# ---- rf_writeback_ctrl ----
rf_writeback_ctrl/layer_met2.png
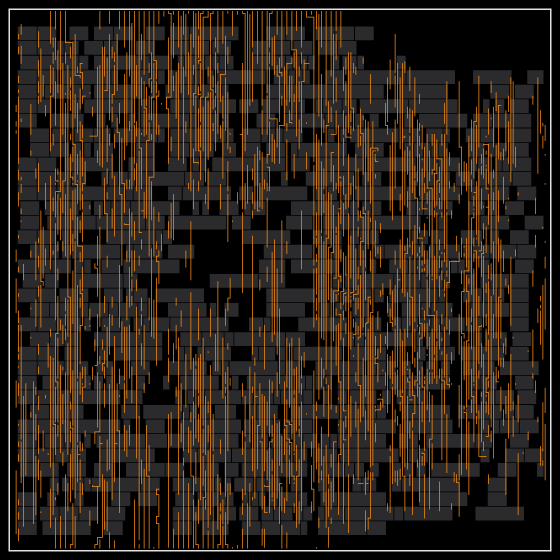

===== src/rtl/rf_writeback_ctrl.sv =====
// Register-file writeback arbiter: round-robin sharing of one write port among
// NREQ requesters, a registered write stage, and a pending-write scoreboard.
module rf_writeback_ctrl #(
    parameter int NREQ = 3,
    parameter int AW   = 5,
    parameter int DW   = 32
) (
    input  logic                 clk,
    input  logic                 reset,
    input  logic [NREQ-1:0]      req_valid,
    input  logic [NREQ*AW-1:0]   req_rd,
    input  logic [NREQ*DW-1:0]   req_data,
    output logic [NREQ-1:0]      req_ready,
    input  logic                 stall,
    input  logic                 rsv_valid,
    input  logic [AW-1:0]        rsv_rd,
    input  logic [AW-1:0]        rs,
    input  logic [AW-1:0]        rt,
    output logic                 rs_busy,
    output logic                 rt_busy,
    output logic [(1<<AW)-1:0]   busy_vec,
    output logic                 rf_we,
    output logic [AW-1:0]        rf_rd,
    output logic [DW-1:0]        rf_wdata
);

    localparam int NREG = 1 << AW;
    localparam int PW   = (NREQ > 2) ? 2 : 1;

    logic [PW-1:0]   r_rr_ptr;
    logic            r_rf_we;
    logic [AW-1:0]   r_rf_rd;
    logic [DW-1:0]   r_rf_wdata;
    logic [NREG-1:0] r_busy;

    logic            w_found;
    logic            w_fire;
    logic [PW-1:0]   w_grant_idx;
    logic [NREQ-1:0] w_grant;
    logic [AW-1:0]   w_sel_rd;
    logic [DW-1:0]   w_sel_data;
    logic [NREG-1:0] w_busy_next;

    // NOTE: every always_comb output gets a default before any conditional
    // assignment, so no path can leave it unassigned and infer a latch.
    always_comb begin
        w_found     = 1'b0;
        w_grant_idx = '0;
        // Walk the requesters starting just after the last winner.
        for (int k = 1; k <= NREQ; k++) begin
            for (int i = 0; i < NREQ; i++) begin
                if (!w_found && req_valid[i] && ((int'(r_rr_ptr) + k) % NREQ == i)) begin
                    w_found     = 1'b1;
                    w_grant_idx = PW'(i);
                end
            end
        end
    end

    always_comb begin
        w_grant    = '0;
        w_sel_rd   = '0;
        w_sel_data = '0;
        for (int i = 0; i < NREQ; i++) begin
            w_grant[i] = w_found && (w_grant_idx == PW'(i));
            if (w_grant[i]) begin
                w_sel_rd   = req_rd[i*AW +: AW];
                w_sel_data = req_data[i*DW +: DW];
            end
        end
    end

    assign w_fire    = w_found && !stall;
    assign req_ready = reset ? '0 : (w_grant & {NREQ{~stall}});

    // A reservation landing on the commit edge of the same register must survive.
    always_comb begin
        w_busy_next = r_busy;
        if (r_rf_we) begin
            w_busy_next[r_rf_rd] = 1'b0;
        end
        if (rsv_valid && (rsv_rd != '0)) begin
            w_busy_next[rsv_rd] = 1'b1;
        end
        w_busy_next[0] = 1'b0;
    end

    // NOTE: sequential state uses non-blocking assignments so every register
    // samples pre-edge values regardless of statement order.
    always_ff @(posedge clk or posedge reset) begin
        if (reset) begin
            r_rr_ptr   <= PW'(NREQ - 1);
            r_rf_we    <= 1'b0;
            r_rf_rd    <= '0;
            r_rf_wdata <= '0;
            // NOTE: the scoreboard is state the issue logic trusts, so it is
            // reset like a register file rather than left uninitialised.
            r_busy     <= '0;
        end else begin
            r_rf_we <= w_fire && (w_sel_rd != '0);
            if (w_fire) begin
                r_rr_ptr   <= w_grant_idx;
                r_rf_rd    <= w_sel_rd;
                r_rf_wdata <= w_sel_data;
            end
            r_busy <= w_busy_next;
        end
    end

    assign rf_we    = r_rf_we;
    assign rf_rd    = r_rf_rd;
    assign rf_wdata = r_rf_wdata;
    assign busy_vec = r_busy;
    assign rs_busy  = r_busy[rs];
    assign rt_busy  = r_busy[rt];

endmodule


===== config.mk =====
export PLATFORM = sky130hd
export DESIGN_NAME = rf_writeback_ctrl
export DESIGN_NICKNAME = d
export VERILOG_FILES = /design/src/rtl/rf_writeback_ctrl.sv
export SDC_FILE = /design/constraint.sdc
export NUM_CORES = 1
export LEC_CHECK = 0
export ABC_AREA = 1
export CORE_UTILIZATION = 42
export CTS_BUF_LIST = sky130_fd_sc_hd__clkbuf_2 sky130_fd_sc_hd__clkbuf_4 sky130_fd_sc_hd__clkbuf_8
export CTS_CLUSTER_SIZE = 10
export DETAILED_ROUTE_END_ITERATION = 6
export GPL_ROUTABILITY_DRIVEN = 0
export PLACE_DENSITY = 0.84
export SLEW_MARGIN = 30
export SYNTH_ARGS = -nofsm -noshare
export SYNTH_HDL_FRONTEND = slang
export SYNTH_SLANG_ARGS = --single-unit

===== constraint.sdc =====
create_clock -name clk -period 2.3 [get_ports clk]
set_input_delay 0.345 -clock clk [delete_from_list [all_inputs] [get_ports clk]]
set_output_delay 0.345 -clock clk [all_outputs]
set_load 0.05 [all_outputs]

# ---- register_bank_ram ----
## config.mk

```make
export PLATFORM = sky130hd
export DESIGN_NAME = register_bank_ram
export DESIGN_NICKNAME = d
export VERILOG_FILES = /design/src/rtl/register_bank_ram.sv
export SDC_FILE = /design/constraint.sdc
export NUM_CORES = 2
export LEC_CHECK = 0
export CAP_MARGIN = 25
export CORE_UTILIZATION = 35
export DETAILED_ROUTE_END_ITERATION = 6
export HOLD_SLACK_MARGIN = 0.06
export PLACE_DENSITY_LB_ADDON = 0.25
export REMOVE_ABC_BUFFERS = 1
export SETUP_SLACK_MARGIN = 0.15
export SLEW_MARGIN = 15
export SYNTH_ARGS = -nofsm -noshare
export SYNTH_HDL_FRONTEND = slang
export SYNTH_SLANG_ARGS = --single-unit
```

## constraint.sdc

```tcl
create_clock -name clock -period 5.6 [get_ports clock]
set_clock_uncertainty 0.1 [all_clocks]
set_input_delay 1.4 -clock clock [delete_from_list [all_inputs] [get_ports clock]]
set_output_delay 1.4 -clock clock [all_outputs]
set_load 0.01 [all_outputs]
```

## src/rtl/register_bank_ram.sv

```systemverilog
// register_bank_ram
// Banked CPU register file: one set of 2^REG_BITS byte registers per
// interrupt level, addressed as {level, register}. Registers are stored as
// even/odd pairs in two banks so a word (big-endian pair) access touches one
// row of each bank. Two registered read ports, one write port, write-first
// bypass resolved per byte. A sweep after reset fills every row with
// INIT_VALUE; while it runs the write port is ignored and reads return 0.
//
// Ports
//   clock, reset            sole clock, synchronous active-high reset
//   level                   bank (interrupt level) for all ports this cycle
//   rd_{a,b}_addr/_word     read register select, 1 = word read of pair
//   rd_{a,b}_data           registered read data ({0,byte} or {even,odd})
//   wr_en/wr_word/wr_addr   write strobe, word select, register select
//   wr_data                 word: [hi]->even, [lo]->odd; byte: [lo] only
//   busy                    init sweep in progress
module register_bank_ram #(
    parameter int unsigned          DATA_WIDTH = 8,
    parameter int unsigned          LEVEL_BITS = 4,
    parameter int unsigned          REG_BITS   = 4,
    parameter logic [DATA_WIDTH-1:0] INIT_VALUE = DATA_WIDTH'(8'hfe)
) (
    input  logic                    clock,
    input  logic                    reset,
    input  logic [LEVEL_BITS-1:0]   level,
    input  logic [REG_BITS-1:0]     rd_a_addr,
    input  logic                    rd_a_word,
    input  logic [REG_BITS-1:0]     rd_b_addr,
    input  logic                    rd_b_word,
    output logic [2*DATA_WIDTH-1:0] rd_a_data,
    output logic [2*DATA_WIDTH-1:0] rd_b_data,
    input  logic                    wr_en,
    input  logic                    wr_word,
    input  logic [REG_BITS-1:0]     wr_addr,
    input  logic [2*DATA_WIDTH-1:0] wr_data,
    output logic                    busy
);

    localparam int unsigned ROW_BITS = LEVEL_BITS + REG_BITS - 1;
    localparam int unsigned ROWS     = 1 << ROW_BITS;
    localparam int unsigned WORD_W   = 2 * DATA_WIDTH;

    logic [DATA_WIDTH-1:0] mem_even_q [ROWS];
    logic [DATA_WIDTH-1:0] mem_odd_q  [ROWS];

    logic [ROW_BITS-1:0]   sweep_row_q;
    logic                  busy_q;
    logic [WORD_W-1:0]     rd_a_q, rd_b_q;

    // User write decode (shared by memory write and bypass)
    logic [ROW_BITS-1:0]   wr_row_c;
    logic                  usr_we_even_c, usr_we_odd_c;
    logic [DATA_WIDTH-1:0] usr_wd_even_c, usr_wd_odd_c;

    // Memory write port (sweep or user)
    logic [ROW_BITS-1:0]   mem_row_c;
    logic                  mem_we_even_c, mem_we_odd_c;
    logic [DATA_WIDTH-1:0] mem_wd_even_c, mem_wd_odd_c;

    // Read port bank selects and bypassed bytes
    logic [ROW_BITS-1:0]   rd_a_row_c, rd_b_row_c;
    logic [DATA_WIDTH-1:0] a_even_c, a_odd_c, b_even_c, b_odd_c;
    logic [WORD_W-1:0]     rd_a_next_c, rd_b_next_c;

    // Format a read from the (already bypassed) even/odd bytes of a pair.
    function automatic logic [WORD_W-1:0] fmt_read(
        input logic                  odd_sel,
        input logic                  word,
        input logic [DATA_WIDTH-1:0] ev,
        input logic [DATA_WIDTH-1:0] od
    );
        logic [WORD_W-1:0] r;
        if (word) begin
            r = {ev, od};
        end else if (odd_sel) begin
            r = {{DATA_WIDTH{1'b0}}, od};
        end else begin
            r = {{DATA_WIDTH{1'b0}}, ev};
        end
        return r;
    endfunction

    // User write decode; ignored during sweep and reset
    always_comb begin
        wr_row_c      = ROW_BITS'({level, wr_addr} >> 1);
        usr_we_even_c = wr_en && !busy_q && !reset && (wr_word || !wr_addr[0]);
        usr_we_odd_c  = wr_en && !busy_q && !reset && (wr_word ||  wr_addr[0]);
        usr_wd_even_c = wr_word ? wr_data[WORD_W-1:DATA_WIDTH] : wr_data[DATA_WIDTH-1:0];
        usr_wd_odd_c  = wr_data[DATA_WIDTH-1:0];
    end

    // Memory write mux: sweep owns both banks while busy
    always_comb begin
        mem_row_c     = wr_row_c;
        mem_we_even_c = usr_we_even_c;
        mem_we_odd_c  = usr_we_odd_c;
        mem_wd_even_c = usr_wd_even_c;
        mem_wd_odd_c  = usr_wd_odd_c;
        if (busy_q) begin
            mem_row_c     = sweep_row_q;
            mem_we_even_c = !reset;
            mem_we_odd_c  = !reset;
            mem_wd_even_c = INIT_VALUE;
            mem_wd_odd_c  = INIT_VALUE;
        end
    end

    // Storage banks; contents defined only by the sweep and user writes
    always_ff @(posedge clock) begin
        if (mem_we_even_c) begin
            mem_even_q[mem_row_c] <= mem_wd_even_c;
        end
        if (mem_we_odd_c) begin
            mem_odd_q[mem_row_c] <= mem_wd_odd_c;
        end
    end

    // Port A: per-byte write-first bypass
    always_comb begin
        rd_a_row_c  = ROW_BITS'({level, rd_a_addr} >> 1);
        a_even_c    = (usr_we_even_c && (rd_a_row_c == wr_row_c)) ? usr_wd_even_c
                                                                  : mem_even_q[rd_a_row_c];
        a_odd_c     = (usr_we_odd_c && (rd_a_row_c == wr_row_c))  ? usr_wd_odd_c
                                                                  : mem_odd_q[rd_a_row_c];
        rd_a_next_c = fmt_read(rd_a_addr[0], rd_a_word, a_even_c, a_odd_c);
    end

    // Port B: per-byte write-first bypass
    always_comb begin
        rd_b_row_c  = ROW_BITS'({level, rd_b_addr} >> 1);
        b_even_c    = (usr_we_even_c && (rd_b_row_c == wr_row_c)) ? usr_wd_even_c
                                                                  : mem_even_q[rd_b_row_c];
        b_odd_c     = (usr_we_odd_c && (rd_b_row_c == wr_row_c))  ? usr_wd_odd_c
                                                                  : mem_odd_q[rd_b_row_c];
        rd_b_next_c = fmt_read(rd_b_addr[0], rd_b_word, b_even_c, b_odd_c);
    end

    // Sweep control: busy clears on the edge that writes the last row
    always_ff @(posedge clock) begin
        if (reset) begin
            sweep_row_q <= '0;
            busy_q      <= 1'b1;
        end else if (busy_q) begin
            sweep_row_q <= sweep_row_q + ROW_BITS'(1);
            if (sweep_row_q == ROW_BITS'(ROWS - 1)) begin
                busy_q <= 1'b0;
            end
        end
    end

    // Read data registers; held at zero while sweeping
    always_ff @(posedge clock) begin
        if (reset || busy_q) begin
            rd_a_q <= '0;
            rd_b_q <= '0;
        end else begin
            rd_a_q <= rd_a_next_c;
            rd_b_q <= rd_b_next_c;
        end
    end

    assign rd_a_data = rd_a_q;
    assign rd_b_data = rd_b_q;
    assign busy      = busy_q;

endmodule

```

# ---- program_loader_flat ----
<file path="config.mk">
export PLATFORM = sky130hd
export DESIGN_NAME = program_loader_flat
export DESIGN_NICKNAME = d
export VERILOG_FILES = /design/src/rtl/program_loader_if.sv /design/src/rtl/program_loader.sv /design/src/flat_wrapper.sv
export SDC_FILE = /design/constraint.sdc
export NUM_CORES = 1
export LEC_CHECK = 0
export ABC_AREA = 0
export CAP_MARGIN = 5
export CORE_MARGIN = 5
export CORE_UTILIZATION = 38
export DETAILED_ROUTE_END_ITERATION = 10
export GPL_TIMING_DRIVEN = 0
export SLEW_MARGIN = 20
export SYNTH_ARGS = -nofsm -noshare
export SYNTH_HDL_FRONTEND = slang
export SYNTH_SLANG_ARGS = --single-unit
</file>
<file path="constraint.sdc">
create_clock -name clk -period 7.8 [get_ports clk]
set_input_delay 1.56 -clock clk [delete_from_list [all_inputs] [get_ports clk]]
set_output_delay 1.56 -clock clk [all_outputs]
set_load 0.1 [all_outputs]
</file>
<file path="src/rtl/program_loader_if.sv">
// Byte-stream port feeding the program loader: in_byte moves only in a cycle
// where in_valid && in_ready; the sender must hold in_byte steady while in_valid waits on in_ready.
interface program_loader_if;
    logic       in_valid;
    logic [7:0] in_byte;
    logic       in_ready;

    modport master (output in_valid, output in_byte, input in_ready);
    modport slave  (input in_valid, input in_byte, output in_ready);
endinterface

</file>
<file path="src/rtl/program_loader.sv">
// Assembles a length-prefixed byte stream into 16-bit instruction-memory writes
// and holds the CPU in reset until a complete program has been loaded.
module program_loader #(
    parameter logic [31:0] BASE_ADDR = 32'd0,
    parameter logic [15:0] MAX_WORDS = 16'd1024
) (
    input  logic                   clk,
    input  logic                   reset,
    input  logic                   start,
    program_loader_if.slave        s,
    output logic                   write_enable_fm,
    output logic [31:0]            write_addr_fm,
    output logic [15:0]            write_data_fm,
    output logic                   cpu_reset,
    output logic                   busy,
    output logic                   done,
    output logic                   err,
    output logic [15:0]            words_loaded,
    output logic [3:0]             state_dbg
);

    typedef enum logic [3:0] {
        IDLE    = 4'd0,
        LEN_HI  = 4'd1,
        LEN_LO  = 4'd2,
        DATA_HI = 4'd3,
        DATA_LO = 4'd4,
        WRITE   = 4'd5,
        DONE    = 4'd6,
        ERR     = 4'd7
    } state_t;

    state_t      state;
    logic [15:0] len_q;
    logic [15:0] idx_q;
    logic [7:0]  hi_q;
    logic        xfer;
    logic [15:0] len_full;
    logic [15:0] idx_next;

    assign xfer      = s.in_valid && s.in_ready;
    assign len_full  = {len_q[15:8], s.in_byte};
    assign idx_next  = idx_q + 16'd1;
    assign state_dbg = state;

    // All outputs are registered; in_ready is set alongside the transition into each load state.
    always_ff @(posedge clk) begin
        if (reset) begin
            state           <= IDLE;
            s.in_ready      <= 1'b0;
            write_enable_fm <= 1'b0;
            write_addr_fm   <= 32'd0;
            write_data_fm   <= 16'd0;
            cpu_reset       <= 1'b1;
            busy            <= 1'b0;
            done            <= 1'b0;
            err             <= 1'b0;
            words_loaded    <= 16'd0;
            len_q           <= 16'd0;
            idx_q           <= 16'd0;
            hi_q            <= 8'd0;
        end else begin
            write_enable_fm <= 1'b0;
            done            <= 1'b0;
            case (state)
                IDLE: begin
                    if (start) begin
                        state        <= LEN_HI;
                        s.in_ready   <= 1'b1;
                        busy         <= 1'b1;
                        err          <= 1'b0;
                        words_loaded <= 16'd0;
                        cpu_reset    <= 1'b1;
                    end
                end
                LEN_HI: begin
                    if (xfer) begin
                        len_q[15:8] <= s.in_byte;
                        state       <= LEN_LO;
                    end
                end
                LEN_LO: begin
                    if (xfer) begin
                        len_q <= len_full;
                        idx_q <= 16'd0;
                        if (len_full == 16'd0) begin
                            state      <= DONE;
                            s.in_ready <= 1'b0;
                            done       <= 1'b1;
                        end else if (len_full > MAX_WORDS) begin
                            state      <= ERR;
                            s.in_ready <= 1'b0;
                        end else begin
                            state <= DATA_HI;
                        end
                    end
                end
                DATA_HI: begin
                    if (xfer) begin
                        hi_q  <= s.in_byte;
                        state <= DATA_LO;
                    end
                end
                DATA_LO: begin
                    if (xfer) begin
                        state           <= WRITE;
                        s.in_ready      <= 1'b0;
                        write_enable_fm <= 1'b1;
                        write_addr_fm   <= BASE_ADDR + {16'd0, idx_q};
                        write_data_fm   <= {hi_q, s.in_byte};
                    end
                end
                WRITE: begin
                    words_loaded <= idx_next;
                    if (idx_next == len_q) begin
                        state <= DONE;
                        done  <= 1'b1;
                    end else begin
                        idx_q      <= idx_next;
                        state      <= DATA_HI;
                        s.in_ready <= 1'b1;
                    end
                end
                DONE: begin
                    cpu_reset <= 1'b0;
                    busy      <= 1'b0;
                    state     <= IDLE;
                end
                ERR: begin
                    err   <= 1'b1;
                    busy  <= 1'b0;
                    state <= IDLE;
                end
                default: begin
                    state      <= IDLE;
                    s.in_ready <= 1'b0;
                    busy       <= 1'b0;
                end
            endcase
        end
    end

endmodule

</file>
<file path="src/flat_wrapper.sv">
// flat-port wrapper written by rule: the top's interface ports become plain ports
module program_loader_flat 
#(
    parameter logic [31:0] BASE_ADDR = 32'd0,
    parameter logic [15:0] MAX_WORDS = 16'd1024
)
  (clk, reset, start, write_enable_fm, write_addr_fm, write_data_fm, cpu_reset, busy, done, err, words_loaded, state_dbg, s_in_valid, s_in_byte, s_in_ready);
  program_loader_if s_i ();
  input  logic clk;
  input  logic reset;
  input  logic start;
  output logic write_enable_fm;
  output logic [31:0] write_addr_fm;
  output logic [15:0] write_data_fm;
  output logic cpu_reset;
  output logic busy;
  output logic done;
  output logic err;
  output logic [15:0] words_loaded;
  output logic [3:0] state_dbg;
  input wire logic [$bits(s_i.in_valid)-1:0] s_in_valid;
  input wire logic [$bits(s_i.in_byte)-1:0] s_in_byte;
  output wire logic [$bits(s_i.in_ready)-1:0] s_in_ready;
  assign s_i.in_valid = s_in_valid;
  assign s_i.in_byte = s_in_byte;
  assign s_in_ready = s_i.in_ready;
  program_loader #(.BASE_ADDR(BASE_ADDR), .MAX_WORDS(MAX_WORDS)) u_core (.clk(clk), .reset(reset), .start(start), .s(s_i), .write_enable_fm(write_enable_fm), .write_addr_fm(write_addr_fm), .write_data_fm(write_data_fm), .cpu_reset(cpu_reset), .busy(busy), .done(done), .err(err), .words_loaded(words_loaded), .state_dbg(state_dbg));
endmodule
</file>

==> gallery <==
M4 wires.
Supply wires on this layer in gray.
shot_01.png
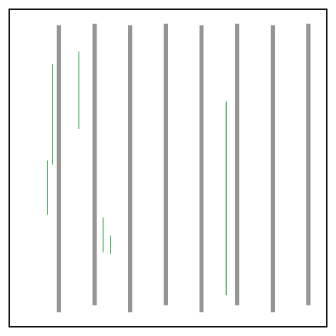
shot_02.png
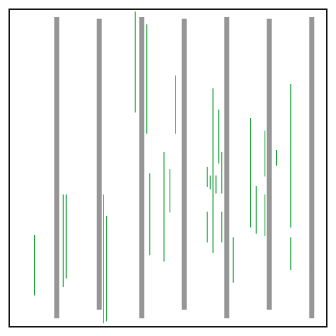
shot_03.png
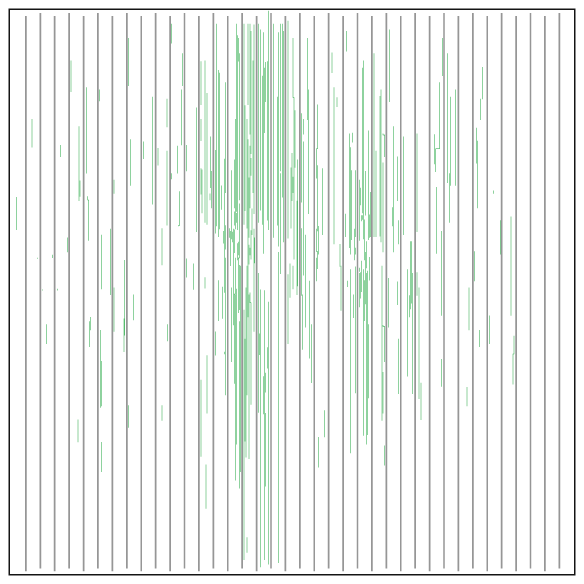
- shot_03.png = register_bank_ram
- shot_02.png = rf_writeback_ctrl
- shot_01.png = program_loader_flat

Key to shot_01.png:
main direction: vertical
longest straight run: 73.4 um

register_bank_ram/layer_met2.png
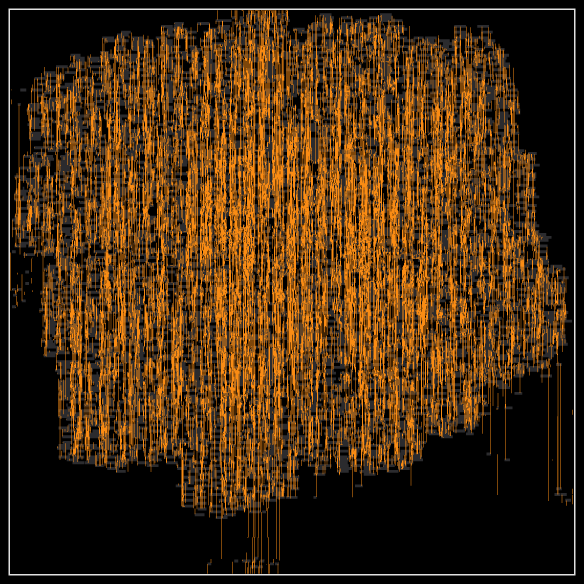
share of all routed wire: 47%
nets with wire on the layer: 5011
via count: 56109
met2 global-route usage: 37.12%
final WL: 331.5 mm

==> results.json, register_bank_ram <==
{
  "hold_class": "reg -> reg",
  "p_leak_nw": 34.84,
  "slowest_stage": "inv_2",
  "numCtsBuffers": 227,
  "seq_power_share_pct": 49.5,
  "drtAntennaViolNets": 0,
  "grt_usage_pct": 23.54,
  "pg_comb_mw": 2.75,
  "synthMuxAreaShare_pct": 28.32,
  "hold_slack_ns": 0.4269,
  "met3_usage_pct": 4.558,
  "crit_start": "rd_a_addr[3]",
  "vdd_ir_drop_max_mv": 0.2581,
  "status": "finished, final reports clean",
  "final_layout_size_suffix_gt1_share_pct": 38.15,
  "setup_viol": 0,
  "rrSetupSlack_ns": 1.79,
  "max_freq_mhz": 228.3,
  "wl_per_cell_um": 35.89
}
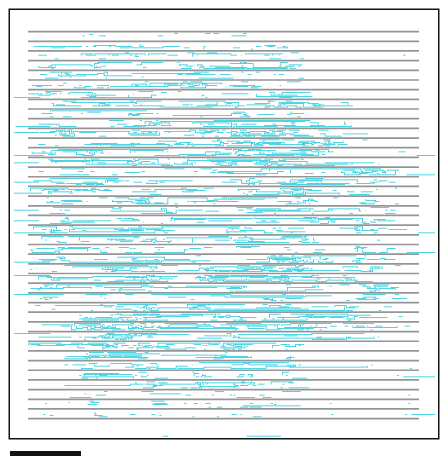
program_loader_flat/layer_met1.png
Scale bar: 20 um. Supply wires on this layer in gray.
longest straight run: 38.2 um
main direction: horizontal
nets with wire on the layer: 627
final WL: 13.34 mm
met1 Use GR: 24.42%
via count: 4138

program_loader_flat/congestion.png
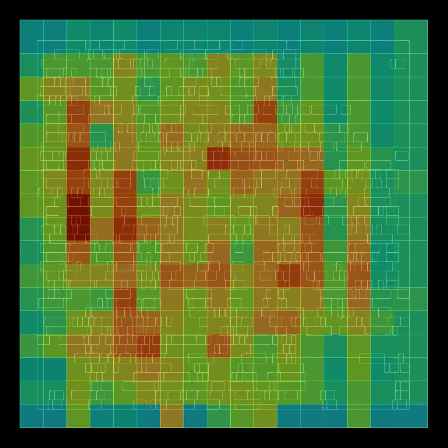
met3 GRT Util: 4.630%
wire per inst: 16.43 um
Final Core Density: 48.91%

==> results.json, program_loader_flat <==
{
  "status": "finished, final reports clean",
  "boundaryPins": 86,
  "synthArstFlopShare_pct": 0,
  "clk_share_pct": 5.154,
  "cp_cell_sequence": "ha_1 -> nand3_1 -> nor3_1 -> xnor3_1 -> o2111ai_1 -> or4_1 -> or2_1 -> buf_6 -> a211oi_4 -> buf_6 -> a221o_1",
  "max_freq_mhz": 272.9,
  "cts_root_buf": "clkbuf_16",
  "synth_flops": 97,
  "highest_layer": "met4",
  "yosysMostFrequentCell": "nand2_1",
  "fin_cells": 812,
  "min_period_ns": 3.664,
  "vdd_ir_drop_max_mv": 0.1095,
  "cap_violations": 0,
  "clk-power_mw": 0.459,
  "r2r_cells": 11,
  "die_w_um": 120.3,
  "crit_buf_inv": 2,
  "pg_comb_mw": 0.102,
  "intPower_mw": 0.7737,
  "top_cells_by_count": "101 x nand2_1, 97 x dfxtp_1, 62 x nor2_1",
  "p_leak_nw": 2.359,
  "ys_area_mm2": 0.004624,
  "portBuffers": 68,
  "cts.clk_slew.worst_paths_ns": 0.07,
  "xor_share_pct": 5.141,
  "pg_seq_mw": 0.500,
  "ys_sh_aoi_pct": 16.18,
  "syn_inst": 566,
  "ys_cells": 566
}
rf_writeback_ctrl/congestion.png
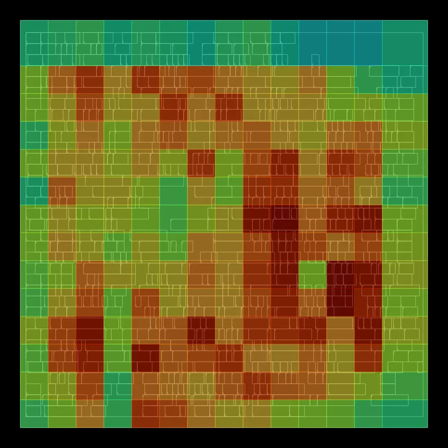
GRT Util Overall: 29.95%
wire per inst: 17.07 um
Final Core Density: 74.49%
met3 GRT Util: 6.380%

rf_writeback_ctrl/layer_met1.png
Scale bar: 20 um. Supply wires on this layer in gray.
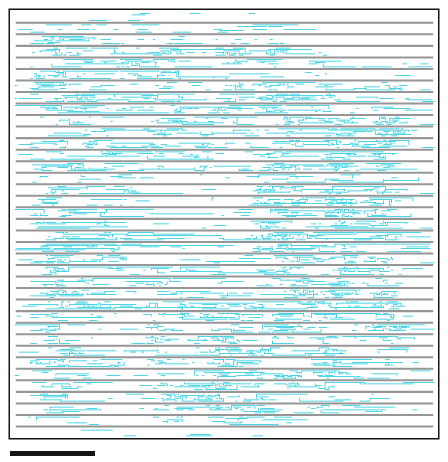
longest straight run: 30.4 um
main direction: horizontal
nets with wire on the layer: 765
wire length on this layer: 5550 um
final WL: 15.40 mm
via count: 5093
met1 Use GR: 32.62%

## Picture notes: rf_writeback_ctrl/layer_met2.png
share of all routed wire: 52%
wire length on this layer: 7960 um
nets with wire on the layer: 770
main direction: vertical
met2 global-route usage: 55.27%

==> results.json, rf_writeback_ctrl <==
{
  "status": "complete, but fails checks",
  "violations": "setup timing",
  "grt_pass1_vias": 4944,
  "wl_met3_mm": 1.312,
  "die_area_mm2": 0.01019,
  "ff_type": "dfrtp_1",
  "r2r-end": "rf_we$_DFF_PP0_",
  "hpwl_mm": 11.61,
  "setup_viol": 3,
  "lay_top_cells": "197 x clkdlybuf4s50_1, 107 x nand2_1, 95 x o21ai_0",
  "synth.comb.largest_family": "AND-OR/OR-AND gates",
  "finalInstanceArea_mm2": 0.006980,
  "p_comb_share_pct": 66.0,
  "dpl.cell_count": 880,
  "crit_end": "req_ready[2]",
  "fill_cells": 745,
  "finalHoldViolCount": 0,
  "vdd_ir_drop_max_mv": 0.9131,
  "tightest_slew_ns": 0.6062,
  "nonClkBufAreaFrac_pct": 34.56,
  "cts_hold_buf": 0,
  "cap_violations": 0,
  "seq_area_share_pct": 25.47,
  "ys_area_mm2": 0.004111,
  "path_class": "reg -> out",
  "largest_reg_flops": 32,
  "clock_sinks": 71,
  "worst_slack_ns": -0.1770
}

# ---- thinning_pass_sequencer ----
**src/rtl/thinning_pkg.sv**
```systemverilog
// Shared types and width constants for the thinning pass sequencer.
package thinning_pkg;
    localparam int N_DEF           = 8;
    localparam int BIT_SIZE_DEF    = 6;
    localparam int PIXEL_WIDTH_DEF = 8;
    localparam int MAX_PASSES_DEF  = 15;
    localparam int SLOT_CYCLES     = 2;
    localparam int ADDR_W          = $clog2(N_DEF * N_DEF) + 1;
    localparam int PIX_W           = PIXEL_WIDTH_DEF;

    typedef enum logic [2:0] {
        IDLE,
        LOAD,
        READ,
        CHECK,
        DONE
    } seq_state_t;
endpackage

```
**src/rtl/thinning_pass_sequencer_pixel_slot_counter.sv**
```systemverilog
// Walks pixel slots of SLOT_CYCLES cycles each, stopping at a terminal slot index.
module pixel_slot_counter
    import thinning_pkg::*;
#(
    parameter int ADDR_WIDTH = ADDR_W
) (
    input  logic                  clk,
    input  logic                  rst,
    input  logic                  clear,
    input  logic                  en,
    input  logic [ADDR_WIDTH-1:0] terminal,
    output logic [ADDR_WIDTH-1:0] slot,
    output logic                  phase,
    output logic                  last
);
    localparam int PH_W = (SLOT_CYCLES > 1) ? $clog2(SLOT_CYCLES) : 1;

    logic [PH_W-1:0] ph_q;

    // phase is high on the final cycle of a slot
    assign phase = (ph_q == PH_W'(SLOT_CYCLES - 1));
    assign last  = phase && (slot == terminal);

    always_ff @(posedge clk) begin
        if (rst || clear) begin
            slot <= '0;
            ph_q <= '0;
        end else if (en) begin
            if (phase) begin
                ph_q <= '0;
                if (slot != terminal) begin
                    slot <= slot + 1'b1;
                end
            end else begin
                ph_q <= ph_q + 1'b1;
            end
        end
    end
endmodule

```
**src/rtl/thinning_pass_sequencer.sv**
```systemverilog
// Repeats broadcast/collect thinning passes over the frame memory until
// a pass changes no pixel or the pass limit is hit.
module thinning_pass_sequencer
    import thinning_pkg::*;
#(
    parameter int N           = N_DEF,
    parameter int BIT_SIZE    = BIT_SIZE_DEF,
    parameter int PIXEL_WIDTH = PIXEL_WIDTH_DEF,
    parameter int MAX_PASSES  = MAX_PASSES_DEF,
    localparam int PASS_W     = $clog2(MAX_PASSES + 1)
) (
    input  logic                   clk,
    input  logic                   rst,
    input  logic                   start,
    output logic                   busy,
    output logic                   done,
    output logic                   converged,
    output logic [PASS_W-1:0]      pass_count,
    output logic [BIT_SIZE:0]      change_count,
    output logic [BIT_SIZE:0]      mem_addr,
    input  logic [PIXEL_WIDTH-1:0] mem_rdata,
    output logic                   mem_we,
    output logic [PIXEL_WIDTH-1:0] mem_wdata,
    output logic                   k_we,
    output logic [BIT_SIZE:0]      k_addr,
    output logic [PIXEL_WIDTH-1:0] k_data,
    input  logic [PIXEL_WIDTH-1:0] k_result
);
    localparam int AW = BIT_SIZE + 1;
    localparam logic [AW-1:0] NPIX = AW'(N * N);

    seq_state_t state_q, state_d;

    logic [AW-1:0]          slot;
    logic                   phase;
    logic                   last;
    logic [AW-1:0]          terminal;
    logic                   cnt_clear;
    logic                   cnt_en;

    logic [PIXEL_WIDTH-1:0] kdata_q;
    logic [PIXEL_WIDTH-1:0] wdata_q;
    logic [AW-1:0]          chg_q;
    logic [PASS_W-1:0]      pass_q;
    logic [PASS_W-1:0]      pass_next;
    logic [AW-1:0]          change_q;
    logic                   conv_q;

    assign pass_next = pass_q + 1'b1;
    assign terminal  = (state_q == LOAD) ? NPIX : NPIX - 1'b1;
    assign cnt_en    = (state_q == LOAD) || (state_q == READ);
    assign cnt_clear = (state_d != state_q);

    pixel_slot_counter #(
        .ADDR_WIDTH(AW)
    ) u_slot (
        .clk     (clk),
        .rst     (rst),
        .clear   (cnt_clear),
        .en      (cnt_en),
        .terminal(terminal),
        .slot    (slot),
        .phase   (phase),
        .last    (last)
    );

    always_ff @(posedge clk) begin
        if (rst) begin
            state_q <= IDLE;
        end else begin
            state_q <= state_d;
        end
    end

    always_comb begin
        state_d = state_q;
        case (state_q)
            IDLE:  if (start) state_d = LOAD;
            LOAD:  if (last) state_d = READ;
            READ:  if (last) state_d = CHECK;
            CHECK: begin
                if (chg_q == '0 || pass_next == PASS_W'(MAX_PASSES)) begin
                    state_d = DONE;
                end else begin
                    state_d = LOAD;
                end
            end
            DONE:    state_d = IDLE;
            default: state_d = IDLE;
        endcase
        if (rst) begin
            state_d = IDLE;
        end
    end

    always_ff @(posedge clk) begin
        if (rst) begin
            kdata_q  <= '0;
            wdata_q  <= '0;
            chg_q    <= '0;
            pass_q   <= '0;
            change_q <= '0;
            conv_q   <= 1'b0;
        end else begin
            wdata_q <= k_result;
            // read data for slot s lands in its second cycle; it is broadcast in slot s+1
            if (state_q == LOAD && phase) begin
                kdata_q <= mem_rdata;
            end
            case (state_q)
                IDLE: begin
                    if (start) begin
                        chg_q  <= '0;
                        pass_q <= '0;
                        conv_q <= 1'b0;
                    end
                end
                READ: begin
                    if (phase && wdata_q != mem_rdata && chg_q != {AW{1'b1}}) begin
                        chg_q <= chg_q + 1'b1;
                    end
                end
                CHECK: begin
                    pass_q   <= pass_next;
                    change_q <= chg_q;
                    conv_q   <= (chg_q == '0);
                    if (state_d == LOAD) begin
                        chg_q <= '0;
                    end
                end
                default: ;
            endcase
        end
    end

    // Outputs are decoded from flops only; k_result reaches mem_wdata through wdata_q.
    always_comb begin
        busy         = (state_q != IDLE);
        done         = (state_q == DONE);
        converged    = conv_q;
        pass_count   = pass_q;
        change_count = change_q;
        mem_addr     = '0;
        mem_we       = 1'b0;
        mem_wdata    = '0;
        k_we         = 1'b0;
        k_addr       = '0;
        k_data       = '0;
        if (state_q == LOAD) begin
            if (slot < NPIX) begin
                mem_addr = slot;
            end
            if (slot != '0) begin
                k_we   = 1'b1;
                k_addr = slot - 1'b1;
                k_data = kdata_q;
            end
        end else if (state_q == READ) begin
            mem_addr = slot;
            k_addr   = slot;
            if (phase) begin
                mem_we    = 1'b1;
                mem_wdata = wdata_q;
            end
        end
    end
endmodule

```
**config.mk**
```make
export PLATFORM = sky130hd
export DESIGN_NAME = thinning_pass_sequencer
export DESIGN_NICKNAME = d
export VERILOG_FILES = /design/src/rtl/thinning_pkg.sv /design/src/rtl/thinning_pass_sequencer_pixel_slot_counter.sv /design/src/rtl/thinning_pass_sequencer.sv
export SDC_FILE = /design/constraint.sdc
export NUM_CORES = 1
export LEC_CHECK = 0
export ABC_AREA = 0
export CAP_MARGIN = 20
export CORE_UTILIZATION = 69
export CTS_BUF_LIST = sky130_fd_sc_hd__clkbuf_2
export CTS_CLUSTER_SIZE = 14
export DETAILED_ROUTE_END_ITERATION = 7
export DONT_BUFFER_PORTS = 1
export GPL_TIMING_DRIVEN = 0
export MAX_ROUTING_LAYER = met4
export PLACE_DENSITY = 0.85
export SYNTH_ARGS = -nofsm -noshare
export SYNTH_HDL_FRONTEND = slang
export SYNTH_SLANG_ARGS = --single-unit
export TNS_END_PERCENT = 100
```
**constraint.sdc**
```tcl
create_clock -name clk -period 4.5 [get_ports clk]
set_clock_uncertainty 0.15 [all_clocks]
set_input_delay 0.9 -clock clk [delete_from_list [all_inputs] [get_ports clk]]
set_output_delay 0.9 -clock clk [all_outputs]
set_load 0.02 [all_outputs]
```
# ---- button_event_fifo ----
`config.mk`:
```
export PLATFORM = sky130hd
export DESIGN_NAME = button_event_fifo
export DESIGN_NICKNAME = d
export VERILOG_FILES = /design/src/rtl/button_event_fifo.sv
export SDC_FILE = /design/constraint.sdc
export NUM_CORES = 1
export LEC_CHECK = 0
export CAP_MARGIN = 20
export CORE_MARGIN = 1
export CORE_UTILIZATION = 50
export DETAILED_ROUTE_END_ITERATION = 8
export GPL_TIMING_DRIVEN = 0
export PLACE_DENSITY_LB_ADDON = 0.3
export SLEW_MARGIN = 20
export SYNTH_ARGS = -nofsm -noshare
export SYNTH_HDL_FRONTEND = slang
export SYNTH_SLANG_ARGS = --single-unit
```
`constraint.sdc`:
```
create_clock -name clock -period 4.7 [get_ports clock]
set_input_delay 0.94 -clock clock [delete_from_list [all_inputs] [get_ports clock]]
set_output_delay 0.94 -clock clock [all_outputs]
set_load 0.05 [all_outputs]
```
`src/rtl/button_event_fifo.sv`:
```
// button_event_fifo: synchronise and debounce four game buttons, turn each
// debounced press into a colour event, and queue the events for the CPU poll
// at address 7.
// Optional feature macro: BUTTON_RELEASE_EVENT_EN (also queue release events).
module button_event_fifo #(
  parameter int unsigned DEBOUNCE_CYCLES = 500000,
  parameter int unsigned DEPTH           = 8,
  parameter int unsigned CNT_W           = 19
) (
  input  logic        clock,
  input  logic        reset,
  input  logic        red_button,
  input  logic        blue_button,
  input  logic        green_button,
  input  logic        yellow_button,
  input  logic        poll,
  output logic [31:0] button_out,
  output logic        empty,
  output logic        overflow
);

  localparam int unsigned NB     = 4;
  localparam int unsigned PTR_W  = (DEPTH > 1) ? $clog2(DEPTH) : 1;
  localparam int unsigned CNTF_W = PTR_W + 1;
`ifdef BUTTON_RELEASE_EVENT_EN
  localparam int unsigned ENTRY_W = 3;
  localparam int unsigned REQ_W   = 8;
`else
  localparam int unsigned ENTRY_W = 2;
  localparam int unsigned REQ_W   = 4;
`endif

  logic [NB-1:0]      raw;
  logic [NB-1:0]      sync1;
  logic [NB-1:0]      sync2;
  logic [NB-1:0]      db;
  logic [NB-1:0]      db_d;
  logic [CNT_W-1:0]   cnt [NB];
  logic [REQ_W-1:0]   pending;
  logic [REQ_W-1:0]   req_set;
  logic [REQ_W-1:0]   grant;
  logic [ENTRY_W-1:0] push_entry;
  logic [ENTRY_W-1:0] mem [DEPTH];
  logic [ENTRY_W-1:0] head;
  logic [PTR_W-1:0]   wr_ptr;
  logic [PTR_W-1:0]   rd_ptr;
  logic [CNTF_W-1:0]  count;
  logic               poll_d;
  logic               push_req;
  logic               push_ok;
  logic               pop;
  logic               full;

  // Bit index doubles as the colour code: red=0, blue=1, green=2, yellow=3.
  assign raw = {yellow_button, green_button, blue_button, red_button};

  // Two-flop synchroniser for the asynchronous button inputs.
  always_ff @(posedge clock or negedge reset) begin
    if (!reset) begin
      sync1 <= '0;
      sync2 <= '0;
    end else begin
      sync1 <= raw;
      sync2 <= sync1;
    end
  end

  // Per-button debounce: level flips after DEBOUNCE_CYCLES of disagreement.
  always_ff @(posedge clock or negedge reset) begin
    if (!reset) begin
      db   <= '0;
      db_d <= '0;
      for (int i = 0; i < int'(NB); i++) cnt[i] <= '0;
    end else begin
      db_d <= db;
      for (int i = 0; i < int'(NB); i++) begin
        if (sync2[i] != db[i]) begin
          if (cnt[i] == CNT_W'(DEBOUNCE_CYCLES - 1)) begin
            db[i]  <= ~db[i];
            cnt[i] <= '0;
          end else begin
            cnt[i] <= cnt[i] + CNT_W'(1);
          end
        end else begin
          cnt[i] <= '0;
        end
      end
    end
  end

  // Edge detect on the debounced levels; low half = presses, high half = releases.
`ifdef BUTTON_RELEASE_EVENT_EN
  assign req_set = {db_d & ~db, db & ~db_d};
`else
  assign req_set = db & ~db_d;
`endif

  // Fixed-priority pick of the lowest set pending bit; its index is the entry.
  always_comb begin
    grant      = '0;
    push_entry = '0;
    for (int i = int'(REQ_W) - 1; i >= 0; i--) begin
      if (pending[i]) begin
        grant      = REQ_W'(1) << i;
        push_entry = ENTRY_W'(i);
      end
    end
  end

  // Pending events: granted bit clears, new edges set (same colour merges).
  always_ff @(posedge clock or negedge reset) begin
    if (!reset) pending <= '0;
    else        pending <= (pending & ~grant) | req_set;
  end

  assign push_req = |pending;
  assign full     = (count == CNTF_W'(DEPTH));
  assign empty    = (count == '0);
  assign pop      = ~poll & poll_d & ~empty;
  assign push_ok  = push_req & (~full | pop);

  // Poll window tracker; pop fires on the first low cycle after a window.
  always_ff @(posedge clock or negedge reset) begin
    if (!reset) poll_d <= 1'b0;
    else        poll_d <= poll;
  end

  // FIFO storage; contents need no reset because count gates visibility.
  always_ff @(posedge clock) begin
    if (push_ok) mem[wr_ptr] <= push_entry;
  end

  // FIFO pointers, occupancy and sticky overflow.
  always_ff @(posedge clock or negedge reset) begin
    if (!reset) begin
      wr_ptr   <= '0;
      rd_ptr   <= '0;
      count    <= '0;
      overflow <= 1'b0;
    end else begin
      if (push_ok) wr_ptr <= wr_ptr + PTR_W'(1);
      if (pop)     rd_ptr <= rd_ptr + PTR_W'(1);
      case ({push_ok, pop})
        2'b10:   count <= count + CNTF_W'(1);
        2'b01:   count <= count - CNTF_W'(1);
        default: count <= count;
      endcase
      if (push_req && full && !pop) overflow <= 1'b1;
    end
  end

  assign head = mem[rd_ptr];

  // Event word seen by the CPU: valid bit plus colour, zero when empty.
  always_comb begin
    button_out = 32'd0;
    if (!empty) begin
`ifdef BUTTON_RELEASE_EVENT_EN
      button_out = {28'd0, head[2], 1'b1, head[1:0]};
`else
      button_out = {29'd0, 1'b1, head[1:0]};
`endif
    end
  end

endmodule

```
button_event_fifo/congestion.png
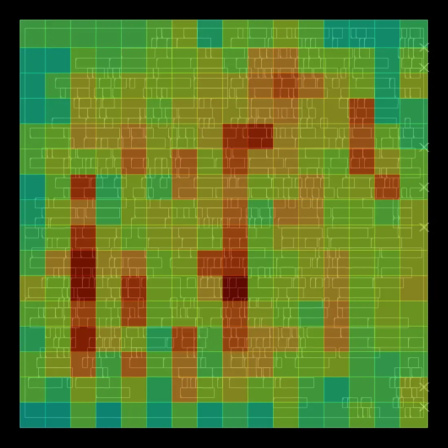
met2 global-route usage: 31.15%
met3 GRT Util: 4.866%
wire per inst: 13.38 um

button_event_fifo/layer_met1.png
Scale bar: 20 um. Supply wires on this layer in gray.
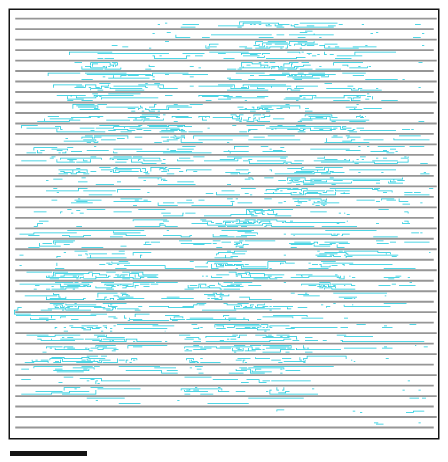
nets with wire on the layer: 563
longest straight run: 23.9 um
wire length on this layer: 4850 um
main direction: horizontal
share of all routed wire: 47%
final WL: 10.39 mm
via count: 4095
met1 Use GR: 24.15%

==> results.json, button_event_fifo <==
{
  "status": "complete, but fails checks",
  "violations": "DRC",
  "row_count": 39,
  "comb_area_mm2": 0.002514,
  "ys_cells": 561,
  "ctsResizeCount": 0,
  "ff_type": "dfrtp_1",
  "top_cells_by_count": "108 x dfrtp_1, 79 x nor2_1, 40 x xnor2_1",
  "synth.comb.largest_family": "simple AND/OR/NAND/NOR gates",
  "drc": 14,
  "place_worst_setup_slack_ns": 1.522,
  "clock_sinks": 124,
  "worst_ep_arrival_time_ns": 2.57,
  "cap_violations": 0,
  "p_per_area_mw_per_mm2": 391.2,
  "worst_slack_ns": 1.194,
  "numCtsBuffers": 17,
  "setup_viol": 0,
  "synthArstFlopShare_pct": 87.10,
  "buffers_excl_clock": 60,
  "pg_comb_mw": 0.292,
  "rrSetupSlack_ns": 2.25,
  "p_comb_share_pct": 10.7,
  "fin_cells": 776,
  "boundaryPins": 41,
  "tightest_slew_ns": 0.7718,
  "r2r-end": "count[2]$_DFFE_PN0P_",
  "nonClkBufAreaFrac_pct": 6.328,
  "cp_cell_sequence": "clkbuf_1 -> mux4_2 -> mux2i_1 -> nor2_1 -> clkdlybuf4s50_1",
  "seq_power_share_pct": 43.1
}
thinning_pass_sequencer/layer_met2.png
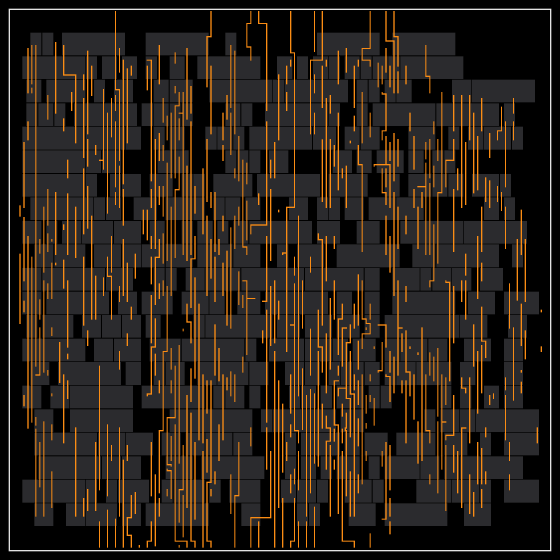
share of all routed wire: 47%
main direction: vertical
longest straight run: 37.1 um
wire length on this layer: 2480 um
nets with wire on the layer: 290

thinning_pass_sequencer/layer_met1.png
Scale bar: 20 um. Supply wires on this layer in gray.
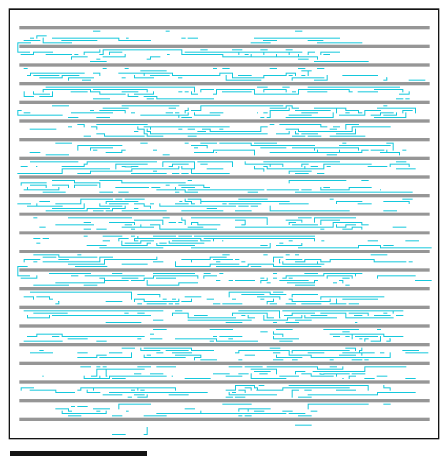
nets with wire on the layer: 309
wire length on this layer: 2450 um
met1 Use GR: 37.73%
final WL: 5.236 mm
via count: 2122

==> results.json, thinning_pass_sequencer <==
{
  "clock_sinks": 46,
  "nClkBuffers": 6,
  "cap_violations": 0,
  "fill_cells": 269,
  "post_cts_buffers": 0,
  "syn_area_mm2": 0.002519,
  "ys_top_cells_by_area": "dfxtp_1 37%, nor2_1 5.2%, nand2_1 4.9%",
  "min_from": "kdata_q[2]$_SDFFE_PP0P_",
  "status": "finished, final reports clean",
  "synthMuxAreaShare_pct": 3.179,
  "top_cell_area_share_pct": 36.56,
  "final_layout_size_suffix_gt1_share_pct": 10.51,
  "path_class": "reg -> out",
  "numCtsBuffers": 5,
  "setup_tns_ns": 0,
  "worst_slack_ns": 0.7804,
  "p_per_area_mw_per_mm2": 245.4,
  "rrSetupSlack_ns": 2.03,
  "synth.comb.largest_family": "simple AND/OR/NAND/NOR gates",
  "yosys_warnings": 0,
  "yosysMostFrequentCell": "dfxtp_1",
  "areaGrowthSynthToFinish_pct": 4.024
}


==> gallery <==
Metal 3.
image #1
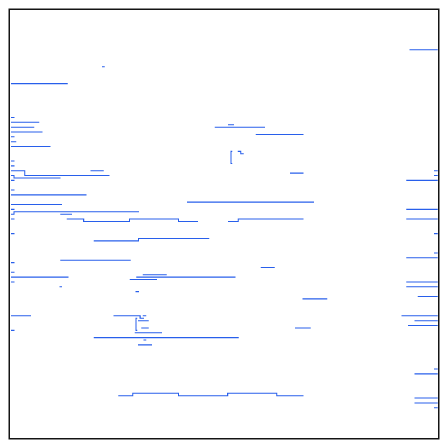
image #2
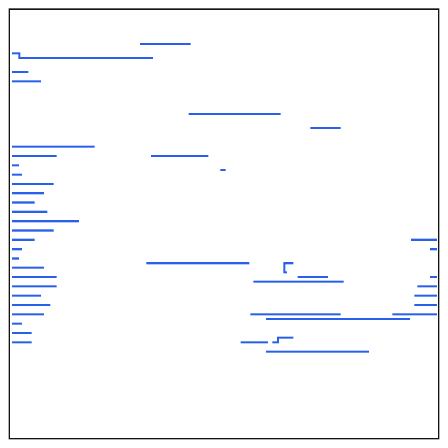
image #3
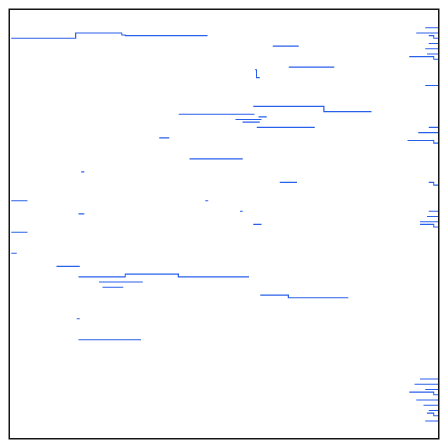
image #4
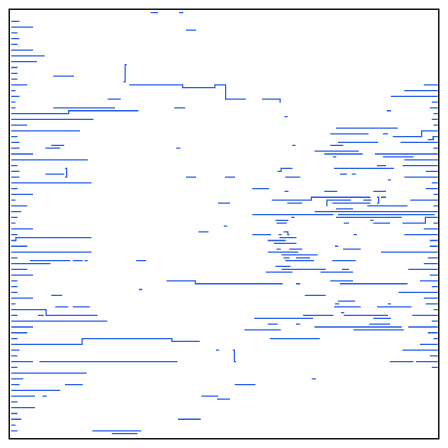
image #5
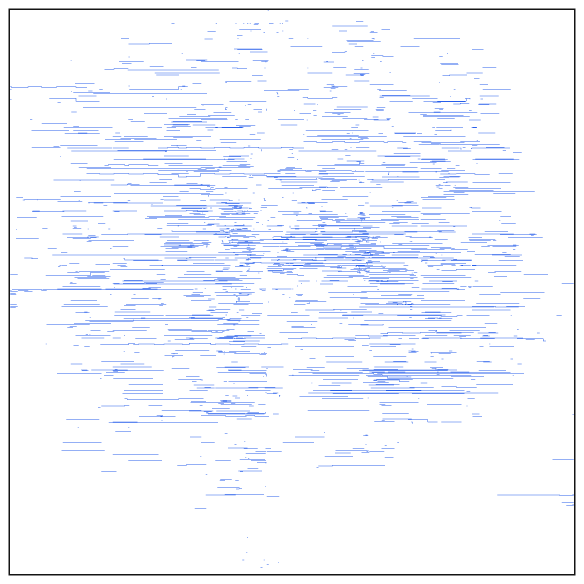
button_event_fifo is image #3.
rf_writeback_ctrl is image #4.
thinning_pass_sequencer is image #2.
register_bank_ram is image #5.
program_loader_flat is image #1.

Key to image #4:
share of all routed wire: 8.5%
wire length on this layer: 1310 um
longest straight run: 32.2 um
nets with wire on the layer: 207
main direction: horizontal

